==================== prog_loader_flat
Fig. 1: prog_loader_flat, cell classes on the final placement
(10 px per µm)
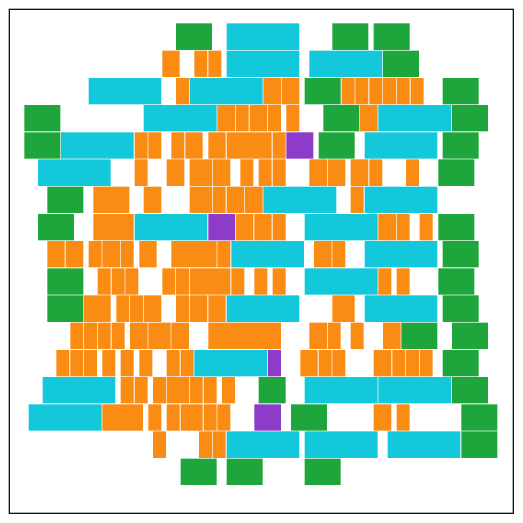

===== src/rtl/prog_loader_if.sv =====
// Byte-stream handshake between the host/debug source and the program loader.
// master: byte source (drives valid/data/last), slave: loader (drives ready).
interface prog_loader_if;
    logic       in_valid;
    logic [7:0] in_data;
    logic       in_last;
    logic       in_ready;

    modport master (
        output in_valid,
        output in_data,
        output in_last,
        input  in_ready
    );

    modport slave (
        input  in_valid,
        input  in_data,
        input  in_last,
        output in_ready
    );
endinterface


===== src/rtl/prog_loader.sv =====
// Boot-time program loader for the 32x8 instruction/data memory.
// Streams bytes from the handshake interface into consecutive memory
// addresses starting at 0. It holds the CPU/memory in load mode (cpu_rst=0)
// until the stream ends, then releases them to run.
// Optional feature: define LOADER_CHECKSUM_EN to require a trailing
// two's-complement checksum byte after the in_last payload byte.
module prog_loader (
    input  logic             clk,
    input  logic             rst,
    input  logic             start,
    prog_loader_if.slave     bus,
    output logic             cpu_rst,
    output logic             ewr,
    output logic [4:0]       ead,
    output logic [7:0]       edat,
    output logic             busy,
    output logic             done,
    output logic             err
);

    typedef enum logic [2:0] {
        StIdle  = 3'd0,
        StLoad  = 3'd1,
`ifdef LOADER_CHECKSUM_EN
        StChk   = 3'd2,
`endif
        StDrain = 3'd3,
        StRun   = 3'd4,
        StErr   = 3'd5
    } state_e;

    state_e     state_q;
    logic [4:0] addr_q;
    logic       cpu_rst_q;
    logic       ewr_q;
    logic [4:0] ead_q;
    logic [7:0] edat_q;
    logic       in_ready_q;
    logic       busy_q;
    logic       done_q;
    logic       err_q;
    // One settle cycle after the final accepted byte; the loader stops
    // accepting but stays busy before it drains or errors out.
    logic       fin_q;
`ifdef LOADER_CHECKSUM_EN
    logic [7:0] sum_q;
`endif

    logic xfer;
    assign xfer = bus.in_valid && in_ready_q;

    // Loader FSM with all outputs registered.
    always_ff @(posedge clk) begin
        if (!rst) begin
            state_q    <= StIdle;
            addr_q     <= 5'd0;
            cpu_rst_q  <= 1'b0;
            ewr_q      <= 1'b0;
            ead_q      <= 5'd0;
            edat_q     <= 8'd0;
            in_ready_q <= 1'b0;
            busy_q     <= 1'b0;
            done_q     <= 1'b0;
            err_q      <= 1'b0;
            fin_q      <= 1'b0;
`ifdef LOADER_CHECKSUM_EN
            sum_q      <= 8'd0;
`endif
        end else begin
            // Write strobe is a single-cycle pulse; ead/edat hold.
            ewr_q <= 1'b0;
            case (state_q)
                StIdle, StRun, StErr: begin
                    if (start) begin
                        state_q    <= StLoad;
                        addr_q     <= 5'd0;
                        err_q      <= 1'b0;
                        cpu_rst_q  <= 1'b0;
                        done_q     <= 1'b0;
                        busy_q     <= 1'b1;
                        in_ready_q <= 1'b1;
                        fin_q      <= 1'b0;
`ifdef LOADER_CHECKSUM_EN
                        sum_q      <= 8'd0;
`endif
                    end
                end

                StLoad: begin
                    if (fin_q) begin
                        fin_q   <= 1'b0;
                        state_q <= StDrain;
                    end else if (xfer) begin
                        ead_q  <= addr_q;
                        edat_q <= bus.in_data;
                        ewr_q  <= 1'b1;
                        addr_q <= addr_q + 5'd1;
`ifdef LOADER_CHECKSUM_EN
                        sum_q  <= sum_q + bus.in_data;
`endif
                        if (bus.in_last) begin
`ifdef LOADER_CHECKSUM_EN
                            // Keep in_ready high to take the checksum byte.
                            state_q <= StChk;
`else
                            in_ready_q <= 1'b0;
                            fin_q      <= 1'b1;
`endif
                        end else if (addr_q == 5'd31) begin
                            // A 33rd byte would follow: byte 31 is written,
                            // then the load is aborted.
                            state_q    <= StErr;
                            err_q      <= 1'b1;
                            in_ready_q <= 1'b0;
                            busy_q     <= 1'b0;
                        end
                    end
                end

`ifdef LOADER_CHECKSUM_EN
                StChk: begin
                    if (fin_q) begin
                        fin_q <= 1'b0;
                        // Payload plus checksum byte must wrap to zero.
                        if (sum_q == 8'd0) begin
                            state_q <= StDrain;
                        end else begin
                            state_q <= StErr;
                            err_q   <= 1'b1;
                            busy_q  <= 1'b0;
                        end
                    end else if (xfer) begin
                        // Checksum byte is consumed but never written.
                        sum_q      <= sum_q + bus.in_data;
                        in_ready_q <= 1'b0;
                        fin_q      <= 1'b1;
                    end
                end
`endif

                StDrain: begin
                    state_q    <= StRun;
                    busy_q     <= 1'b0;
                    done_q     <= 1'b1;
                    cpu_rst_q  <= 1'b1;
                    in_ready_q <= 1'b0;
                end

                default: begin
                    state_q    <= StIdle;
                    cpu_rst_q  <= 1'b0;
                    in_ready_q <= 1'b0;
                    busy_q     <= 1'b0;
                    done_q     <= 1'b0;
                    fin_q      <= 1'b0;
                end
            endcase
        end
    end

    assign bus.in_ready = in_ready_q;
    assign cpu_rst      = cpu_rst_q;
    assign ewr          = ewr_q;
    assign ead          = ead_q;
    assign edat         = edat_q;
    assign busy         = busy_q;
    assign done         = done_q;
    assign err          = err_q;

endmodule

===== src/flat_wrapper.sv =====
// flat-port wrapper written by rule: the top's interface ports become plain ports
module prog_loader_flat 
  (clk, rst, start, cpu_rst, ewr, ead, edat, busy, done, err, bus_in_valid, bus_in_data, bus_in_last, bus_in_ready);
  prog_loader_if bus_i ();
  input  logic clk;
  input  logic rst;
  input  logic start;
  output logic cpu_rst;
  output logic ewr;
  output logic [4:0] ead;
  output logic [7:0] edat;
  output logic busy;
  output logic done;
  output logic err;
  input wire logic [$bits(bus_i.in_valid)-1:0] bus_in_valid;
  input wire logic [$bits(bus_i.in_data)-1:0] bus_in_data;
  input wire logic [$bits(bus_i.in_last)-1:0] bus_in_last;
  output wire logic [$bits(bus_i.in_ready)-1:0] bus_in_ready;
  assign bus_i.in_valid = bus_in_valid;
  assign bus_i.in_data = bus_in_data;
  assign bus_i.in_last = bus_in_last;
  assign bus_in_ready = bus_i.in_ready;
  prog_loader u_core (.clk(clk), .rst(rst), .start(start), .bus(bus_i), .cpu_rst(cpu_rst), .ewr(ewr), .ead(ead), .edat(edat), .busy(busy), .done(done), .err(err));
endmodule

===== config.mk =====
export PLATFORM = sky130hd
export DESIGN_NAME = prog_loader_flat
export DESIGN_NICKNAME = d
export VERILOG_FILES = /design/src/rtl/prog_loader_if.sv /design/src/rtl/prog_loader.sv /design/src/flat_wrapper.sv
export SDC_FILE = /design/constraint.sdc
export NUM_CORES = 1
export LEC_CHECK = 0
export ABC_AREA = 1
export CAP_MARGIN = 20
export CORE_UTILIZATION = 50
export DETAILED_ROUTE_END_ITERATION = 16
export PLACE_DENSITY = 0.95
export SLEW_MARGIN = 20
export SYNTH_ARGS = -nofsm -noshare
export SYNTH_HDL_FRONTEND = slang
export SYNTH_SLANG_ARGS = --single-unit

===== constraint.sdc =====
create_clock -name clk -period 2.1 [get_ports clk]
set_input_delay 0.42 -clock clk [delete_from_list [all_inputs] [get_ports clk]]
set_output_delay 0.42 -clock clk [all_outputs]
set_load 0.02 [all_outputs]

==================== wb_simple_master
`config.mk`:
```
export PLATFORM = sky130hd
export DESIGN_NAME = wb_simple_master
export DESIGN_NICKNAME = d
export VERILOG_FILES = /design/src/rtl/wb_simple_master.sv
export SDC_FILE = /design/constraint.sdc
export NUM_CORES = 1
export LEC_CHECK = 0
export CAP_MARGIN = 20
export CORE_UTILIZATION = 37
export CTS_CLUSTER_DIAMETER = 200
export CTS_CLUSTER_SIZE = 30
export DETAILED_ROUTE_END_ITERATION = 8
export MAX_ROUTING_LAYER = met4
export PLACE_DENSITY = 0.76
export SLEW_MARGIN = 30
export SYNTH_ARGS = -nofsm -noshare
export SYNTH_HDL_FRONTEND = slang
export SYNTH_SLANG_ARGS = --single-unit
```
`constraint.sdc`:
```
create_clock -name wb_clk_i -period 1.6 [get_ports wb_clk_i]
set_input_delay 0.24 -clock wb_clk_i [delete_from_list [all_inputs] [get_ports wb_clk_i]]
set_output_delay 0.24 -clock wb_clk_i [all_outputs]
set_load 0.02 [all_outputs]
```
`src/rtl/wb_simple_master.sv`:
```
// Wishbone classic single-transfer master.
// Turns one command from a valid/ready port into one Wishbone read or write cycle.
// The result comes back on a valid/ready response port. A watchdog aborts the cycle
// with rsp_err_o when the slave never acks.
//
// Ports:
//   wb_clk_i, rst_n_i         clock, asynchronous active-low reset
//   cmd_valid_i/cmd_ready_o   command handshake; cmd_we_i/addr/data/sel carry the payload
//   rsp_valid_o/rsp_ready_i   response handshake; rsp_data_o read data, rsp_err_o timeout flag
//   wb_cyc_o..wb_sel_o        Wishbone master outputs
//   wb_data_i, wb_ack_i       Wishbone slave returns
module wb_simple_master #(
   parameter int unsigned g_addr_width = 32,
   parameter int unsigned g_data_width = 32,
   parameter int unsigned g_timeout    = 255
) (
   input  logic                        wb_clk_i,
   input  logic                        rst_n_i,
   input  logic                        cmd_valid_i,
   output logic                        cmd_ready_o,
   input  logic                        cmd_we_i,
   input  logic [g_addr_width-1:0]     cmd_addr_i,
   input  logic [g_data_width-1:0]     cmd_data_i,
   input  logic [g_data_width/8-1:0]   cmd_sel_i,
   output logic                        rsp_valid_o,
   input  logic                        rsp_ready_i,
   output logic [g_data_width-1:0]     rsp_data_o,
   output logic                        rsp_err_o,
   output logic                        wb_cyc_o,
   output logic                        wb_stb_o,
   output logic                        wb_we_o,
   output logic [g_addr_width-1:0]     wb_addr_o,
   output logic [g_data_width-1:0]     wb_data_o,
   output logic [g_data_width/8-1:0]   wb_sel_o,
   input  logic [g_data_width-1:0]     wb_data_i,
   input  logic                        wb_ack_i
);

   // The counter only has to reach g_timeout-1, so it never wraps.
   localparam int unsigned CntW = (g_timeout > 1) ? $clog2(g_timeout + 1) : 1;
   localparam logic [CntW-1:0] CntLast = (g_timeout != 0) ? CntW'(g_timeout - 1) : '0;

   typedef enum logic [1:0] {StIdle, StBus, StResp} state_e;

   state_e                      state_q;
   logic [CntW-1:0]             cnt_q;
   logic                        we_q;
   logic [g_addr_width-1:0]     addr_q;
   logic [g_data_width-1:0]     data_q;
   logic [g_data_width/8-1:0]   sel_q;
   logic [g_data_width-1:0]     rsp_data_q;
   logic                        rsp_err_q;

   always_ff @(posedge wb_clk_i or negedge rst_n_i) begin
      if (!rst_n_i) begin
         state_q    <= StIdle;
         cnt_q      <= '0;
         we_q       <= 1'b0;
         addr_q     <= '0;
         data_q     <= '0;
         sel_q      <= '0;
         rsp_data_q <= '0;
         rsp_err_q  <= 1'b0;
      end else begin
         unique case (state_q)
            StIdle: begin
               if (cmd_valid_i) begin
                  // Write data is latched for reads too; slaves ignore it.
                  we_q    <= cmd_we_i;
                  addr_q  <= cmd_addr_i;
                  data_q  <= cmd_data_i;
                  sel_q   <= cmd_sel_i;
                  cnt_q   <= '0;
                  state_q <= StBus;
               end
            end
            StBus: begin
               // Ack takes priority over a timeout on the same edge.
               if (wb_ack_i) begin
                  rsp_data_q <= we_q ? '0 : wb_data_i;
                  rsp_err_q  <= 1'b0;
                  state_q    <= StResp;
               end else if ((g_timeout != 0) && (cnt_q == CntLast)) begin
                  rsp_data_q <= '0;
                  rsp_err_q  <= 1'b1;
                  state_q    <= StResp;
               end else if (g_timeout != 0) begin
                  cnt_q <= cnt_q + CntW'(1);
               end
            end
            StResp: begin
               if (rsp_ready_i) begin
                  state_q <= StIdle;
               end
            end
            default: state_q <= StIdle;
         endcase
      end
   end

   // Handshake and bus strobes decode straight from the state register, so the async reset
   // drops cyc/stb immediately.
   assign cmd_ready_o = (state_q == StIdle);
   assign rsp_valid_o = (state_q == StResp);
   assign wb_cyc_o    = (state_q == StBus);
   assign wb_stb_o    = (state_q == StBus);
   assign wb_we_o     = we_q;
   assign wb_addr_o   = addr_q;
   assign wb_data_o   = data_q;
   assign wb_sel_o    = sel_q;
   assign rsp_data_o  = rsp_data_q;
   assign rsp_err_o   = rsp_err_q;

endmodule

```
==================== store_align_unit_flat
### src/rtl/store_align_unit_pkg.sv
// Shared core definitions for the load/store byte-lane logic.
// Holds the access size encodings and the store-side FSM state enum.
package store_align_unit_pkg;

    localparam logic [1:0] SZ_BYTE    = 2'b00;
    localparam logic [1:0] SZ_HALF    = 2'b01;
    localparam logic [1:0] SZ_WORD    = 2'b10;
    localparam logic [1:0] SZ_ILLEGAL = 2'b11;

    typedef enum logic [1:0] {
        IDLE  = 2'd0,
        BEAT0 = 2'd1,
        BEAT1 = 2'd2,
        ERR   = 2'd3
    } state_t;

endpackage

### src/rtl/store_align_unit_if.sv
// Store request and memory write-beat bundle.
// master = requester/memory side, slave = store_align_unit.
interface store_align_unit_if;
    logic        req_valid;
    logic        req_ready;
    logic [31:0] req_addr;
    logic [31:0] req_data;
    logic [1:0]  req_size;
    logic        mem_valid;
    logic        mem_ready;
    logic [31:0] mem_addr;
    logic [31:0] mem_wdata;
    logic [3:0]  mem_wmask;
    logic        store_done;
    logic        store_err;

    modport master (
        output req_valid, req_addr, req_data, req_size, mem_ready,
        input  req_ready, mem_valid, mem_addr, mem_wdata, mem_wmask,
        input  store_done, store_err
    );

    modport slave (
        input  req_valid, req_addr, req_data, req_size, mem_ready,
        output req_ready, mem_valid, mem_addr, mem_wdata, mem_wmask,
        output store_done, store_err
    );
endinterface

### src/rtl/store_align_unit_lane_gen.sv
// Combinational byte-lane generator: (offset, size, data) -> 8-lane mask and
// 64-bit lane-aligned data spanning two words. Also usable for forwarding checks.
module store_lane_gen
    import store_align_unit_pkg::*;
(
    input  logic [1:0]  off,
    input  logic [1:0]  size,
    input  logic [31:0] data,
    output logic [7:0]  m8,
    output logic [63:0] d64
);

    logic [3:0]  base;
    logic [31:0] dmask;

    always_comb begin
        base  = 4'h0;
        dmask = 32'h0;
        case (size)
            SZ_BYTE: begin base = 4'h1; dmask = 32'h0000_00FF; end
            SZ_HALF: begin base = 4'h3; dmask = 32'h0000_FFFF; end
            SZ_WORD: begin base = 4'hF; dmask = 32'hFFFF_FFFF; end
            default: begin base = 4'h0; dmask = 32'h0; end
        endcase
        m8  = {4'h0, base} << off;
        d64 = {32'h0, data & dmask} << {off, 3'b000};
    end

endmodule

### src/rtl/store_align_unit.sv
// Store alignment FSM: turns a byte-addressed store into one or two word-aligned
// write beats with byte masks, and reports completion or an illegal size.
module store_align_unit
    import store_align_unit_pkg::*;
(
    input  logic            clk,
    input  logic            rst,
    store_align_unit_if.slave bus
);

    state_t      state;
    logic        req_ready_q;
    logic        mem_valid_q;
    logic [31:0] mem_addr_q;
    logic [31:0] mem_wdata_q;
    logic [3:0]  mem_wmask_q;
    logic        store_done_q;
    logic        store_err_q;
    logic [3:0]  hi_wmask_p0;
    logic [31:0] hi_wdata_p0;
    logic [7:0]  m8;
    logic [63:0] d64;
    logic        accept;

    store_lane_gen u_lane_gen (
        .off  (bus.req_addr[1:0]),
        .size (bus.req_size),
        .data (bus.req_data),
        .m8   (m8),
        .d64  (d64)
    );

    assign accept = (state == IDLE) && bus.req_valid;

    // Capture stage: second-word half of the lanes, held until beat 1 is issued
    always_ff @(posedge clk) begin
        if (accept) begin
            hi_wmask_p0 <= m8[7:4];
            hi_wdata_p0 <= d64[63:32];
        end
    end

    // Control and registered outputs
    always_ff @(posedge clk) begin
        if (rst) begin
            state        <= IDLE;
            req_ready_q  <= 1'b1;
            mem_valid_q  <= 1'b0;
            mem_addr_q   <= 32'h0;
            mem_wdata_q  <= 32'h0;
            mem_wmask_q  <= 4'h0;
            store_done_q <= 1'b0;
            store_err_q  <= 1'b0;
        end else begin
            store_done_q <= 1'b0;
            store_err_q  <= 1'b0;
            case (state)
                IDLE: begin
                    if (bus.req_valid) begin
                        req_ready_q <= 1'b0;
                        if (bus.req_size == SZ_ILLEGAL) begin
                            state        <= ERR;
                            store_done_q <= 1'b1;
                            store_err_q  <= 1'b1;
                        end else begin
                            state       <= BEAT0;
                            mem_valid_q <= 1'b1;
                            mem_addr_q  <= {bus.req_addr[31:2], 2'b00};
                            mem_wmask_q <= m8[3:0];
                            mem_wdata_q <= d64[31:0];
                        end
                    end
                end
                BEAT0: begin
                    if (bus.mem_ready) begin
                        if (hi_wmask_p0 != 4'h0) begin
                            state       <= BEAT1;
                            mem_addr_q  <= mem_addr_q + 32'd4;
                            mem_wmask_q <= hi_wmask_p0;
                            mem_wdata_q <= hi_wdata_p0;
                        end else begin
                            state        <= IDLE;
                            mem_valid_q  <= 1'b0;
                            req_ready_q  <= 1'b1;
                            store_done_q <= 1'b1;
                        end
                    end
                end
                BEAT1: begin
                    if (bus.mem_ready) begin
                        state        <= IDLE;
                        mem_valid_q  <= 1'b0;
                        req_ready_q  <= 1'b1;
                        store_done_q <= 1'b1;
                    end
                end
                ERR: begin
                    state       <= IDLE;
                    req_ready_q <= 1'b1;
                end
                default: begin
                    state       <= IDLE;
                    req_ready_q <= 1'b1;
                end
            endcase
        end
    end

    assign bus.req_ready  = req_ready_q;
    assign bus.mem_valid  = mem_valid_q;
    assign bus.mem_addr   = mem_addr_q;
    assign bus.mem_wdata  = mem_wdata_q;
    assign bus.mem_wmask  = mem_wmask_q;
    assign bus.store_done = store_done_q;
    assign bus.store_err  = store_err_q;

endmodule

### src/flat_wrapper.sv
// flat-port wrapper written by rule: the top's interface ports become plain ports
module store_align_unit_flat import store_align_unit_pkg::*;
  (clk, rst, bus_req_valid, bus_req_addr, bus_req_data, bus_req_size, bus_mem_ready, bus_req_ready, bus_mem_valid, bus_mem_addr, bus_mem_wdata, bus_mem_wmask, bus_store_done, bus_store_err);
  store_align_unit_if bus_i ();
  input  logic clk;
  input  logic rst;
  input wire logic [$bits(bus_i.req_valid)-1:0] bus_req_valid;
  input wire logic [$bits(bus_i.req_addr)-1:0] bus_req_addr;
  input wire logic [$bits(bus_i.req_data)-1:0] bus_req_data;
  input wire logic [$bits(bus_i.req_size)-1:0] bus_req_size;
  input wire logic [$bits(bus_i.mem_ready)-1:0] bus_mem_ready;
  output wire logic [$bits(bus_i.req_ready)-1:0] bus_req_ready;
  output wire logic [$bits(bus_i.mem_valid)-1:0] bus_mem_valid;
  output wire logic [$bits(bus_i.mem_addr)-1:0] bus_mem_addr;
  output wire logic [$bits(bus_i.mem_wdata)-1:0] bus_mem_wdata;
  output wire logic [$bits(bus_i.mem_wmask)-1:0] bus_mem_wmask;
  output wire logic [$bits(bus_i.store_done)-1:0] bus_store_done;
  output wire logic [$bits(bus_i.store_err)-1:0] bus_store_err;
  assign bus_i.req_valid = bus_req_valid;
  assign bus_i.req_addr = bus_req_addr;
  assign bus_i.req_data = bus_req_data;
  assign bus_i.req_size = bus_req_size;
  assign bus_i.mem_ready = bus_mem_ready;
  assign bus_req_ready = bus_i.req_ready;
  assign bus_mem_valid = bus_i.mem_valid;
  assign bus_mem_addr = bus_i.mem_addr;
  assign bus_mem_wdata = bus_i.mem_wdata;
  assign bus_mem_wmask = bus_i.mem_wmask;
  assign bus_store_done = bus_i.store_done;
  assign bus_store_err = bus_i.store_err;
  store_align_unit u_core (.clk(clk), .rst(rst), .bus(bus_i));
endmodule
### config.mk
export PLATFORM = sky130hd
export DESIGN_NAME = store_align_unit_flat
export DESIGN_NICKNAME = d
export VERILOG_FILES = /design/src/rtl/store_align_unit_pkg.sv /design/src/rtl/store_align_unit_if.sv /design/src/rtl/store_align_unit_lane_gen.sv /design/src/rtl/store_align_unit.sv /design/src/flat_wrapper.sv
export SDC_FILE = /design/constraint.sdc
export NUM_CORES = 1
export LEC_CHECK = 0
export ABC_AREA = 0
export CAP_MARGIN = 5
export CORE_UTILIZATION = 49
export CTS_CLUSTER_DIAMETER = 100
export DETAILED_ROUTE_END_ITERATION = 8
export GPL_TIMING_DRIVEN = 0
export PLACE_DENSITY = 0.81
export SYNTH_ARGS = -nofsm -noshare
export SYNTH_HDL_FRONTEND = slang
export SYNTH_SLANG_ARGS = --single-unit
### constraint.sdc
create_clock -name clk -period 2.5 [get_ports clk]
set_input_delay 0.25 -clock clk [delete_from_list [all_inputs] [get_ports clk]]
set_output_delay 0.25 -clock clk [all_outputs]
set_load 0.01 [all_outputs]
==================== btn_step_conditioner
===== src/rtl/btn_step_conditioner_pkg.sv =====
// Shared definitions for the button step conditioner: debounce FSM state
// encoding, direction levels and the saturating sample-counter helper.
package btn_step_conditioner_pkg;

  typedef enum logic [1:0] {
    IDLE    = 2'b00,
    ARM     = 2'b01,
    PRESSED = 2'b10,
    RELEASE = 2'b11
  } db_state_e;

  localparam logic DIR_UP = 1'b1;
  localparam logic DIR_DN = 1'b0;

  localparam int         CNT_W   = 4;
  localparam logic [3:0] CNT_MAX = 4'hF;

  // Sample counter never wraps: it sticks at its maximum.
  function automatic logic [CNT_W-1:0] sat_inc(input logic [CNT_W-1:0] v);
    return (v == CNT_MAX) ? v : v + 4'd1;
  endfunction

endpackage


===== src/rtl/btn_debounce_fsm.sv =====
// One button: two-flop synchroniser followed by a tick-sampled debounce FSM.
// press_evt pulses for one clk when a press is accepted; active is high
// whenever the FSM is outside IDLE.
//
// state   | meaning
// --------+------------------------------------------------------------
// IDLE    | button released and stable
// ARM     | counting consecutive high samples towards an accepted press
// PRESSED | press accepted, button still held
// RELEASE | counting consecutive low samples towards a full release
module btn_debounce_fsm
  import btn_step_conditioner_pkg::*;
#(
  parameter int DB_COUNT = 4
) (
  input  logic clk,
  input  logic reset,
  input  logic tick,
  input  logic raw,
  output logic press_evt,
  output logic active
);

  localparam logic [CNT_W-1:0] DB_TARGET = CNT_W'(DB_COUNT);

  logic             sync_1;
  logic             sync_2;
  db_state_e        state;
  logic [CNT_W-1:0] cnt;
  logic [CNT_W-1:0] cnt_nxt;

  assign cnt_nxt = sat_inc(cnt);
  assign active  = (state != IDLE);

  // Bring the asynchronous button into the clk domain.
  always_ff @(posedge clk) begin
    if (reset) begin
      sync_1 <= 1'b0;
      sync_2 <= 1'b0;
    end else begin
      sync_1 <= raw;
      sync_2 <= sync_1;
    end
  end

  // Debounce FSM, advanced only on prescaler ticks; a bounce during release
  // drops back to PRESSED without raising another press event.
  always_ff @(posedge clk) begin
    if (reset) begin
      state     <= IDLE;
      cnt       <= '0;
      press_evt <= 1'b0;
    end else begin
      press_evt <= 1'b0;
      if (tick) begin
        case (state)
          IDLE: begin
            if (sync_2) begin
              state <= ARM;
              cnt   <= 4'd1;
            end
          end
          ARM: begin
            if (sync_2) begin
              if (cnt_nxt == DB_TARGET) begin
                state     <= PRESSED;
                cnt       <= '0;
                press_evt <= 1'b1;
              end else begin
                cnt <= cnt_nxt;
              end
            end else begin
              state <= IDLE;
              cnt   <= '0;
            end
          end
          PRESSED: begin
            if (!sync_2) begin
              state <= RELEASE;
              cnt   <= 4'd1;
            end
          end
          RELEASE: begin
            if (!sync_2) begin
              if (cnt_nxt == DB_TARGET) begin
                state <= IDLE;
                cnt   <= '0;
              end else begin
                cnt <= cnt_nxt;
              end
            end else begin
              state <= PRESSED;
              cnt   <= '0;
            end
          end
          default: begin
            state <= IDLE;
            cnt   <= '0;
          end
        endcase
      end
    end
  end

endmodule


===== src/rtl/btn_step_conditioner.sv =====
// Front end for the up/down counter: debounces the up and down buttons and
// emits one step pulse per accepted press with a registered direction level.
module btn_step_conditioner
  import btn_step_conditioner_pkg::*;
#(
  parameter int CLK_DIV  = 10000,
  parameter int DB_COUNT = 4
) (
  input  logic clk,
  input  logic reset,
  input  logic btn_up_raw,
  input  logic btn_dn_raw,
  output logic step,
  output logic up,
  output logic busy
);

  localparam int              PS_W    = (CLK_DIV > 1) ? $clog2(CLK_DIV) : 1;
  localparam logic [PS_W-1:0] PS_LAST = PS_W'(CLK_DIV - 1);

  logic [PS_W-1:0] ps_cnt;
  logic            tick;
  logic            press_up;
  logic            press_dn;
  logic            active_up;
  logic            active_dn;

  assign tick = (ps_cnt == PS_LAST);

  // Free-running debounce sample prescaler, 0..CLK_DIV-1.
  always_ff @(posedge clk) begin
    if (reset) begin
      ps_cnt <= '0;
    end else if (tick) begin
      ps_cnt <= '0;
    end else begin
      ps_cnt <= ps_cnt + PS_W'(1);
    end
  end

  btn_debounce_fsm #(.DB_COUNT(DB_COUNT)) u_db_up (
    .clk       (clk),
    .reset     (reset),
    .tick      (tick),
    .raw       (btn_up_raw),
    .press_evt (press_up),
    .active    (active_up)
  );

  btn_debounce_fsm #(.DB_COUNT(DB_COUNT)) u_db_dn (
    .clk       (clk),
    .reset     (reset),
    .tick      (tick),
    .raw       (btn_dn_raw),
    .press_evt (press_dn),
    .active    (active_dn)
  );

  // Output stage: a press on exactly one button steps the counter; presses
  // landing on the same clk cancel and leave the direction untouched.
  always_ff @(posedge clk) begin
    if (reset) begin
      step <= 1'b0;
      up   <= DIR_UP;
      busy <= 1'b0;
    end else begin
      step <= press_up ^ press_dn;
      if (press_up && !press_dn) begin
        up <= DIR_UP;
      end else if (press_dn && !press_up) begin
        up <= DIR_DN;
      end
      busy <= active_up | active_dn;
    end
  end

endmodule


===== config.mk =====
export PLATFORM = sky130hd
export DESIGN_NAME = btn_step_conditioner
export DESIGN_NICKNAME = d
export VERILOG_FILES = /design/src/rtl/btn_step_conditioner_pkg.sv /design/src/rtl/btn_debounce_fsm.sv /design/src/rtl/btn_step_conditioner.sv
export SDC_FILE = /design/constraint.sdc
export NUM_CORES = 1
export LEC_CHECK = 0
export ABC_AREA = 1
export CORE_ASPECT_RATIO = 0.9
export CORE_MARGIN = 5
export CORE_UTILIZATION = 54
export CTS_CLUSTER_SIZE = 8
export DETAILED_ROUTE_END_ITERATION = 8
export MAX_ROUTING_LAYER = met4
export PLACE_DENSITY_LB_ADDON = 0.3
export SETUP_SLACK_MARGIN = 0.2
export SKIP_CTS_REPAIR_TIMING = 1
export SYNTH_ARGS = -nofsm -noshare
export SYNTH_HDL_FRONTEND = slang
export SYNTH_SLANG_ARGS = --single-unit
export TNS_END_PERCENT = 10

===== constraint.sdc =====
create_clock -name clk -period 3.1 [get_ports clk]
set_clock_uncertainty 0.05 [all_clocks]
set_input_delay 0.62 -clock clk [delete_from_list [all_inputs] [get_ports clk]]
set_output_delay 0.62 -clock clk [all_outputs]
set_load 0.005 [all_outputs]


==> notes/layouts.md <==
Pictures saved along the way, in no particular order.

Signal wires on met3.
panel A
(4 px per µm) Cells faint in the background.
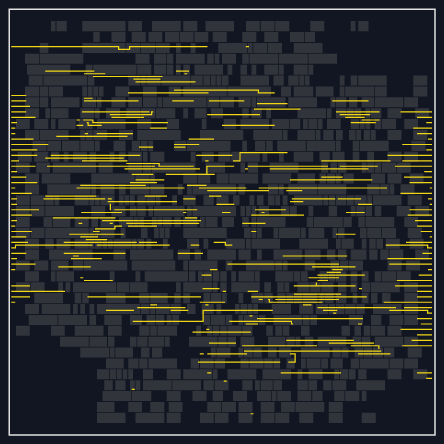
panel B
(6 px per µm) Cells faint in the background.
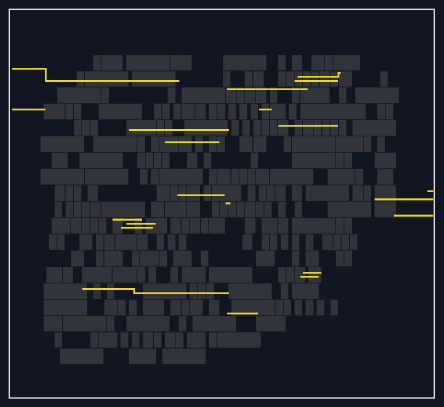
panel C
(8 px per µm) Cells faint in the background.
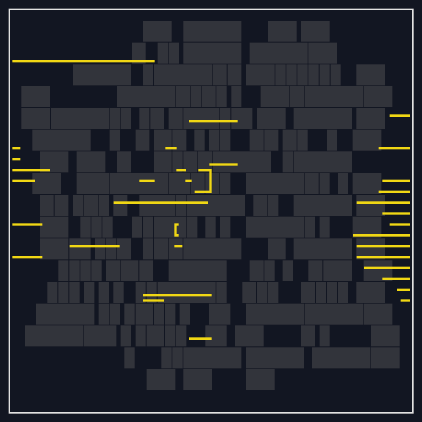
panel D
(3 px per µm) Cells faint in the background.
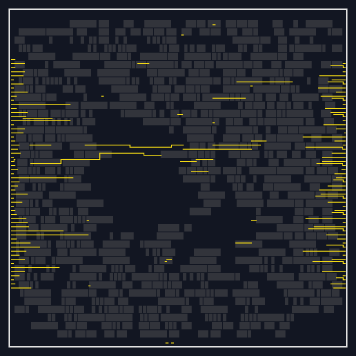
panel D -> wb_simple_master
panel A -> store_align_unit_flat
panel C -> prog_loader_flat
panel B -> btn_step_conditioner
The one with the smallest die is panel C.

Fig. 2: store_align_unit_flat, sizing map
(2 px per µm)
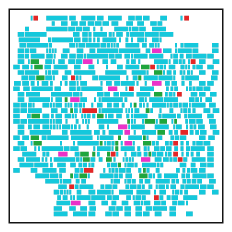
legend:
  x6 and larger:
    colour: magenta
    cells: 11
    most_used: clkbuf_8
  x3 and x4:
    colour: red
    cells: 16
    most_used: buf_4
  x2:
    colour: green
    cells: 37
    most_used: buf_2
  x1 and smaller:
    colour: cyan
    cells: 678
    most_used: clkdlybuf4s50_1
Non-Clock Buffer Count: 193
area growth from synthesis to layout: 32.7%

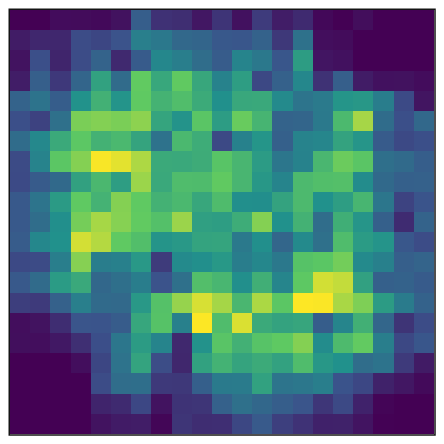
Fig. 3. Routed metal per tile (store_align_unit_flat).
(4 px per µm) The die is cut into 21 by 21 equal tiles; dark purple is low, yellow is high, scaled to the fullest tile. Values are wire area over tile area, all layers added.
tiles over half the peak: 36%
nearly empty tiles: 8.2%
emptiest ninth of the die: south-west
total number of vias: 5629
GR Util All Layers: 32.0%
final routed wire length divided by cell count: 20.3 µm
final routed wirelength across all metal layers: 17800 µm

==> reports/notes.md, store_align_unit_flat <==
GRT
- first-pass GRT wire length: 28000 µm

Synth
- simple share: 20.2%
- number of distinct standard cells referenced by the synthesized netlist: 63
- Avg Inst Size Synth: 9.04 µm²

Setup path
- launching element of the worst setup path: bus_req_size[0]
- Register-to-Register Setup Slack: 0.16 ns
- terminus of the critical flop-to-flop path: u_core.bus.mem_addr[6]

Die
- row cnt: 37

CTS
- Inserted Clock Buffers: 9
- CTS tree: yes
- clock-pin slew reported for the worst setup and hold paths after clock tree synthesis: 0.10 ns
- post-cts gate resize count: 0
- clk ins delay skew pair: 0.38 ns

Pwr
- Net Switching: 2.17 mW
- relative contribution of sequential cells to total power: 40.6%

Status
- outcome: complete, no violations

Timing
- crit share post-route: 94.0%
- shortest period the worst path allows: 2.35 ns
- Final Max-Slew Violation Tally: 0

Detailed routing
- Remaining DRCs: 0
- Initial DRC Count: 503

Job
- number of warnings in the stage logs: 31

Layout
- footprint of the multi-input gates: 0.00275 mm²

==> store_align_unit_flat: power by group through the flow <==
stage	combinational (mW)	clock (mW)	sequential [mW]
after floorplan	1.18	0	2.34
after global placement	2.28	0	2.28
after detailed placement	2.33	0	2.29
after CTS	2.34	0.939	2.25
after global routing	2.54	1.01	2.30
final	2.38	0.944	2.27
==> store_align_unit_flat: per-stage QoR <==
stage / std cells / cell area [µm²] / setup TNS, ns
after floorplan: 588 / 5310 / 0
after CTS: 878 / 7020 / 0
after global routing: 878 / 7040 / 0
after detailed placement: 862 / 6860 / -0.317
final: 878 / 7040 / 0
after global placement: 862 / 6860 / -0.186
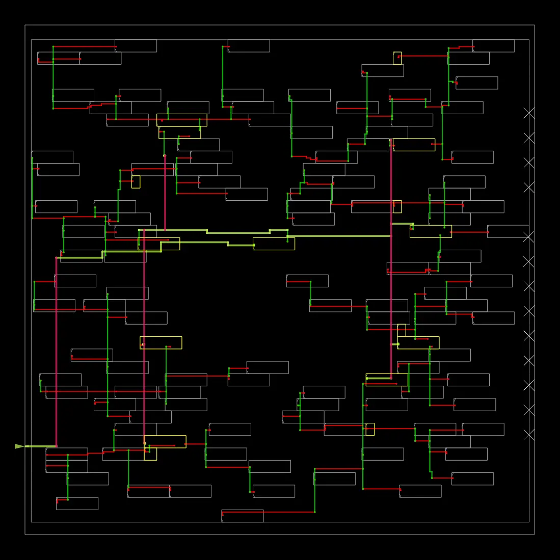
Fig. 4. The clock network (wb_simple_master).
clock tree skew after final layout: 0.00652 ns
Inserted Clock Buffers: 9
clock buf count: 9
clk ins delay skew pair: 0.34 ns

==> reports/notes.md, wb_simple_master <==
Job
- reported max-cap violation count: 0

Status
- outcome: finished, violations left
- failing checks: DRC

Synth
- Avg Inst Size Synth: 9.61 µm²
- number of distinct standard cells referenced by the synthesized netlist: 33
- largest cells by area after synthesis: sky130_fd_sc_hd__dfrtp_1 63%, sky130_fd_sc_hd__nand2_1 18%, sky130_fd_sc_hd__nand4b_1 3.7%, sky130_fd_sc_hd__a22o_1 2.5%, sky130_fd_sc_hd__o21ai_0 2.5%

Detailed routing
- Remaining DRCs: 13
- wire length on met2: 5700 µm
- routed length on met1: 5140 µm

Die
- row cnt: 39
- floorplan die height: 112 µm

Setup path
- Critical Path, Cell by Cell: clkdlybuf4s50_1
- critical path type: flip-flop to output pin

Timing
- final setup fails: 0

Layout
- fraction of standard cell area that is sequential: 38.7%
- Final Instance Count excl. Fillers: 827
- Non-clock buffering overhead: 32.4%
- area growth from synthesis to layout: 61.7%
- count of nets after finishing: 787

CTS
- hold-fix buffer count after cts: 1
- clk sinks: 112
- clock-pin slew reported for the worst setup and hold paths after clock tree synthesis: 0.07 ns

GRT
- met3 Use GR: 4.48%
- met2 GRT Util: 32.0%

Hold path
- kind of path behind the tightest hold check: primary input to flip-flop

Place
- port buffer count: 211
- half-perimeter wire length after detailed placement: 8290 µm

wb_simple_master: cell families (layout without fill, tap and decap cells):
logic type	after synthesis	count (layout)	share of synthesized area, %
AND-OR/OR-AND	49	49	7.74
buffers and inverters	49	267	4.39
adder cells (fa/ha/maj)	2	2	0.559
AND/OR/NAND/NOR	254	254	24.7
flip-flops	112	112	62.6
wb_simple_master: report_power, final:
group | switching (mW) | total [mW] | internal [mW]
logic | 3.71 | 6.93 | 3.23
clock network | 0.987 | 2.19 | 1.20
registers | 0.668 | 4.74 | 4.07
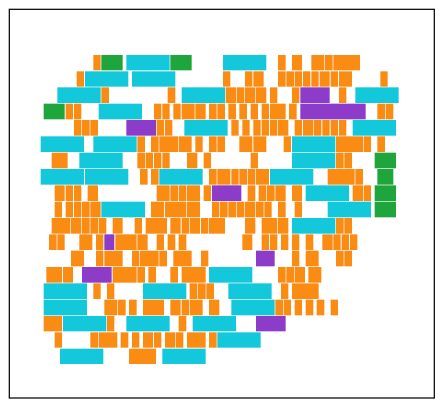
Fig. 5. Cell classes on the final placement (btn_step_conditioner).
(6 px per µm)
legend:
  remaining buffers and delay cells:
    colour: green
    cells: 7
    share_of_their_area: 3.5%
  clock drivers and dummy loads:
    colour: purple
    cells: 8
    share_of_their_area: 5.8%
  registers:
    colour: cyan
    cells: 35
    share_of_their_area: 36%
  remaining logic cells:
    colour: orange
    cells: 224
    share_of_their_area: 55%

==> reports/notes.md, btn_step_conditioner <==
Detailed routing
- first drt pass iteration count: 8
- total length of routed met3 wires: 172 µm

Layout
- Final Instance Count excl. Fillers: 316
- largest registers in the final layout: ps_cnt x14, u_db_dn.cnt x4, u_db_up.cnt x4
- clock buf count: 5

Setup path
- worst path required time: 3.24 ns
- Register-to-Register Setup Slack: 1.29 ns
- CP max-delay cell: sky130_fd_sc_hd__nand2_1

Timing
- Worst Hold Slack: 0.357 ns
- final number of hold-violating endpoints: 0

Pwr
- power density over the cells: 445 mW/mm²
- total chip power: 0.891 mW

GRT
- first-pass GRT wire length: 5820 µm

Die
- boundary pin count: 7

Place
- half-perimeter wire length after detailed placement: 2390 µm
- final weighted congestion in routability-driven placement: 0.833

CTS
- clk ins delay skew pair: 0.29 ns

Hold path
- hold path endpoint: u_db_up.sync_2

Synth
- cell type with the largest total area: sky130_fd_sc_hd__dfxtp_1
- async set-reset flop share out of synthesis: 0%

Status
- outcome: complete, no violations

[btn_step_conditioner: placed cells by master, fill, tap and decap left out, drive strengths merged, types with 3 or more instances in the layout]
| master | synthesis | layout |
|---|---|---|
| nand2 | 70 | 70 |
| nor2 | 43 | 43 |
| inv | 42 | 42 |
| dfxtp | 35 | 35 |
| nand3 | 16 | 16 |
| a21oi | 12 | 12 |
| nand4 | 8 | 8 |
| xor2 | 7 | 7 |
| nor3 | 7 | 7 |
| clkdlybuf4s50 | 0 | 6 |
| ha | 5 | 5 |
| clkbuf | 1 | 5 |
| clkinv | 1 | 3 |
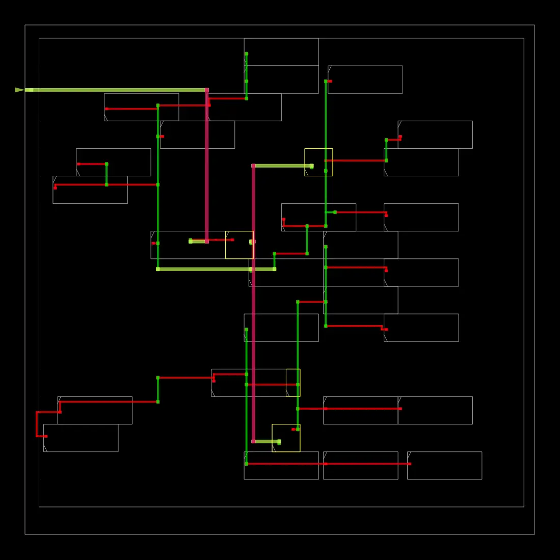
Fig. 6. The clock network (prog_loader_flat).
clk sinks: 27
flip-flop and latch count: 27
clk ins delay skew pair: 0.32 ns
total clock network power: 0.223 mW

Notes on Fig. 1 above:
legend:
  clock drivers and dummy loads:
    colour: purple
    cells: 4
    share_of_their_area: 1.8%
  registers:
    colour: cyan
    cells: 27
    share_of_their_area: 37%
  remaining buffers and delay cells:
    colour: green
    cells: 32
    share_of_their_area: 22%
  remaining logic cells:
    colour: orange
    cells: 125
    share_of_their_area: 40%

==> reports/notes.md, prog_loader_flat <==
Status
- outcome: complete, no violations

Detailed routing
- Remaining DRCs: 0

Pwr
- standby leakage power: 0.633 nW
- combinational cell power: 0.237 mW
- Clk pwr share: 21.8%
- relative contribution of sequential cells to total power: 55.0%

Synth
- chip area line of the yosys report: 0.00116 mm²
- mux share of post-synthesis cell area: 0%
- synthesized-area fraction occupied by xor and xnor cells: 0%
- synthesized-area fraction occupied by adder cells: 2.15%

Layout
- Final Instance Count excl. Fillers: 216
- Antenna Cells: 0
- count of multi-input combinational gates: 108

Hold path
- kind of path behind the tightest hold check: flip-flop to flip-flop

CTS
- maximum level of the CTS H-tree: 1
- post-cts gate resize count: 0

Die
- Core ar.: 0.00221 mm²
- Taps Inserted: 28

Setup path
- Register-to-Register Setup Slack: 0.36 ns
- Critical Path Sink Type: output pin
- CP Max Fanout: 4
- terminus of the critical flop-to-flop path: u_core.busy

Timing
- clock tree skew after final layout: 0.00458 ns
- Worst slew margin: 74.4%
- Slew @ Worst Pin: 0.380 ns

-- prog_loader_flat: metrics by stage --
stage | instance area [µm²] | worst slack, ns
final | 1510 | 0.313
after global routing | 1510 | 0.108
after CTS | 1510 | 0.309
after detailed placement | 1490 | 0.308
after global placement | 1490 | 0.375
after floorplan | 1160 | 0.704
-- prog_loader_flat: routing by layer --
layer	up-vias	GRT usage, %	share of wire (%)
met5	-	0	0
met2	44	41.3	51
li1	564	-	-
met1	479	24.2	42
met3	7	2.73	5.5
met4	0	11.4	2.1


==> layout pictures side by side <==
Sizing map.
(a)
(6 px per µm)
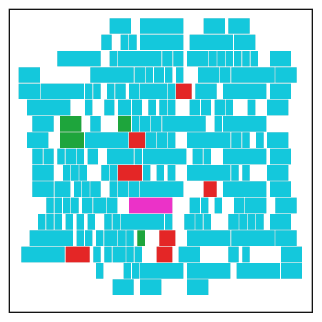
(b)
(2 px per µm)
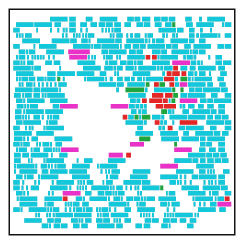
(c)
(4 px per µm)
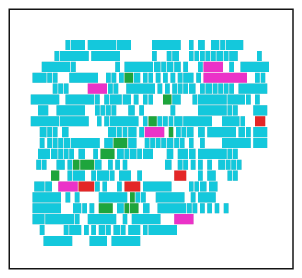
| picture | from |
|---|---|
| (b) | wb_simple_master |
| (a) | prog_loader_flat |
| (c) | btn_step_conditioner |
The one with the largest die is (b).
The one with the fewest cells is (a).


## Gallery

Routed metal per tile.
picture 1
(8 px per µm) The die is cut into 10 by 10 equal tiles; dark purple is low, yellow is high, scaled to the fullest tile. Values are wire area over tile area, all layers added.
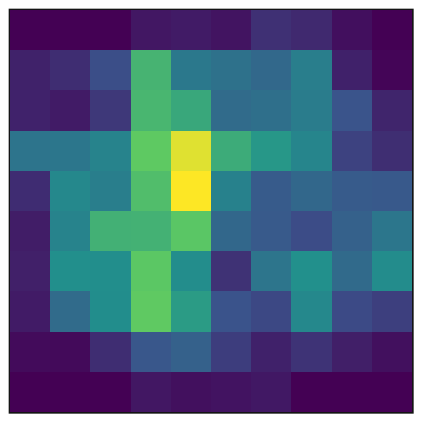
picture 2
(3 px per µm) The die is cut into 22 by 22 equal tiles; dark purple is low, yellow is high, scaled to the fullest tile. Values are wire area over tile area, all layers added.
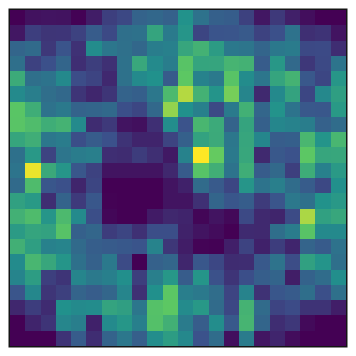
picture 3
(6 px per µm) The die is cut into 14 by 13 equal tiles; dark purple is low, yellow is high, scaled to the fullest tile. Values are wire area over tile area, all layers added.
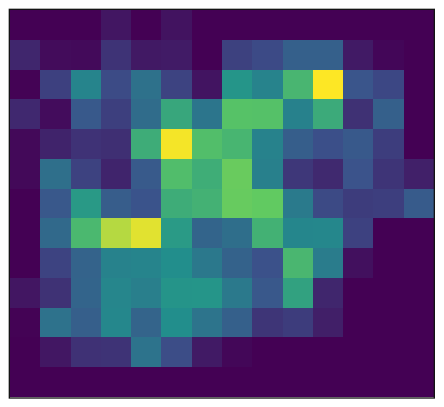
picture 3: btn_step_conditioner
picture 2: wb_simple_master
picture 1: prog_loader_flat
Of these, largest die: picture 2
Of these, smallest die: picture 1

Power and IR drop assume default switching activity.
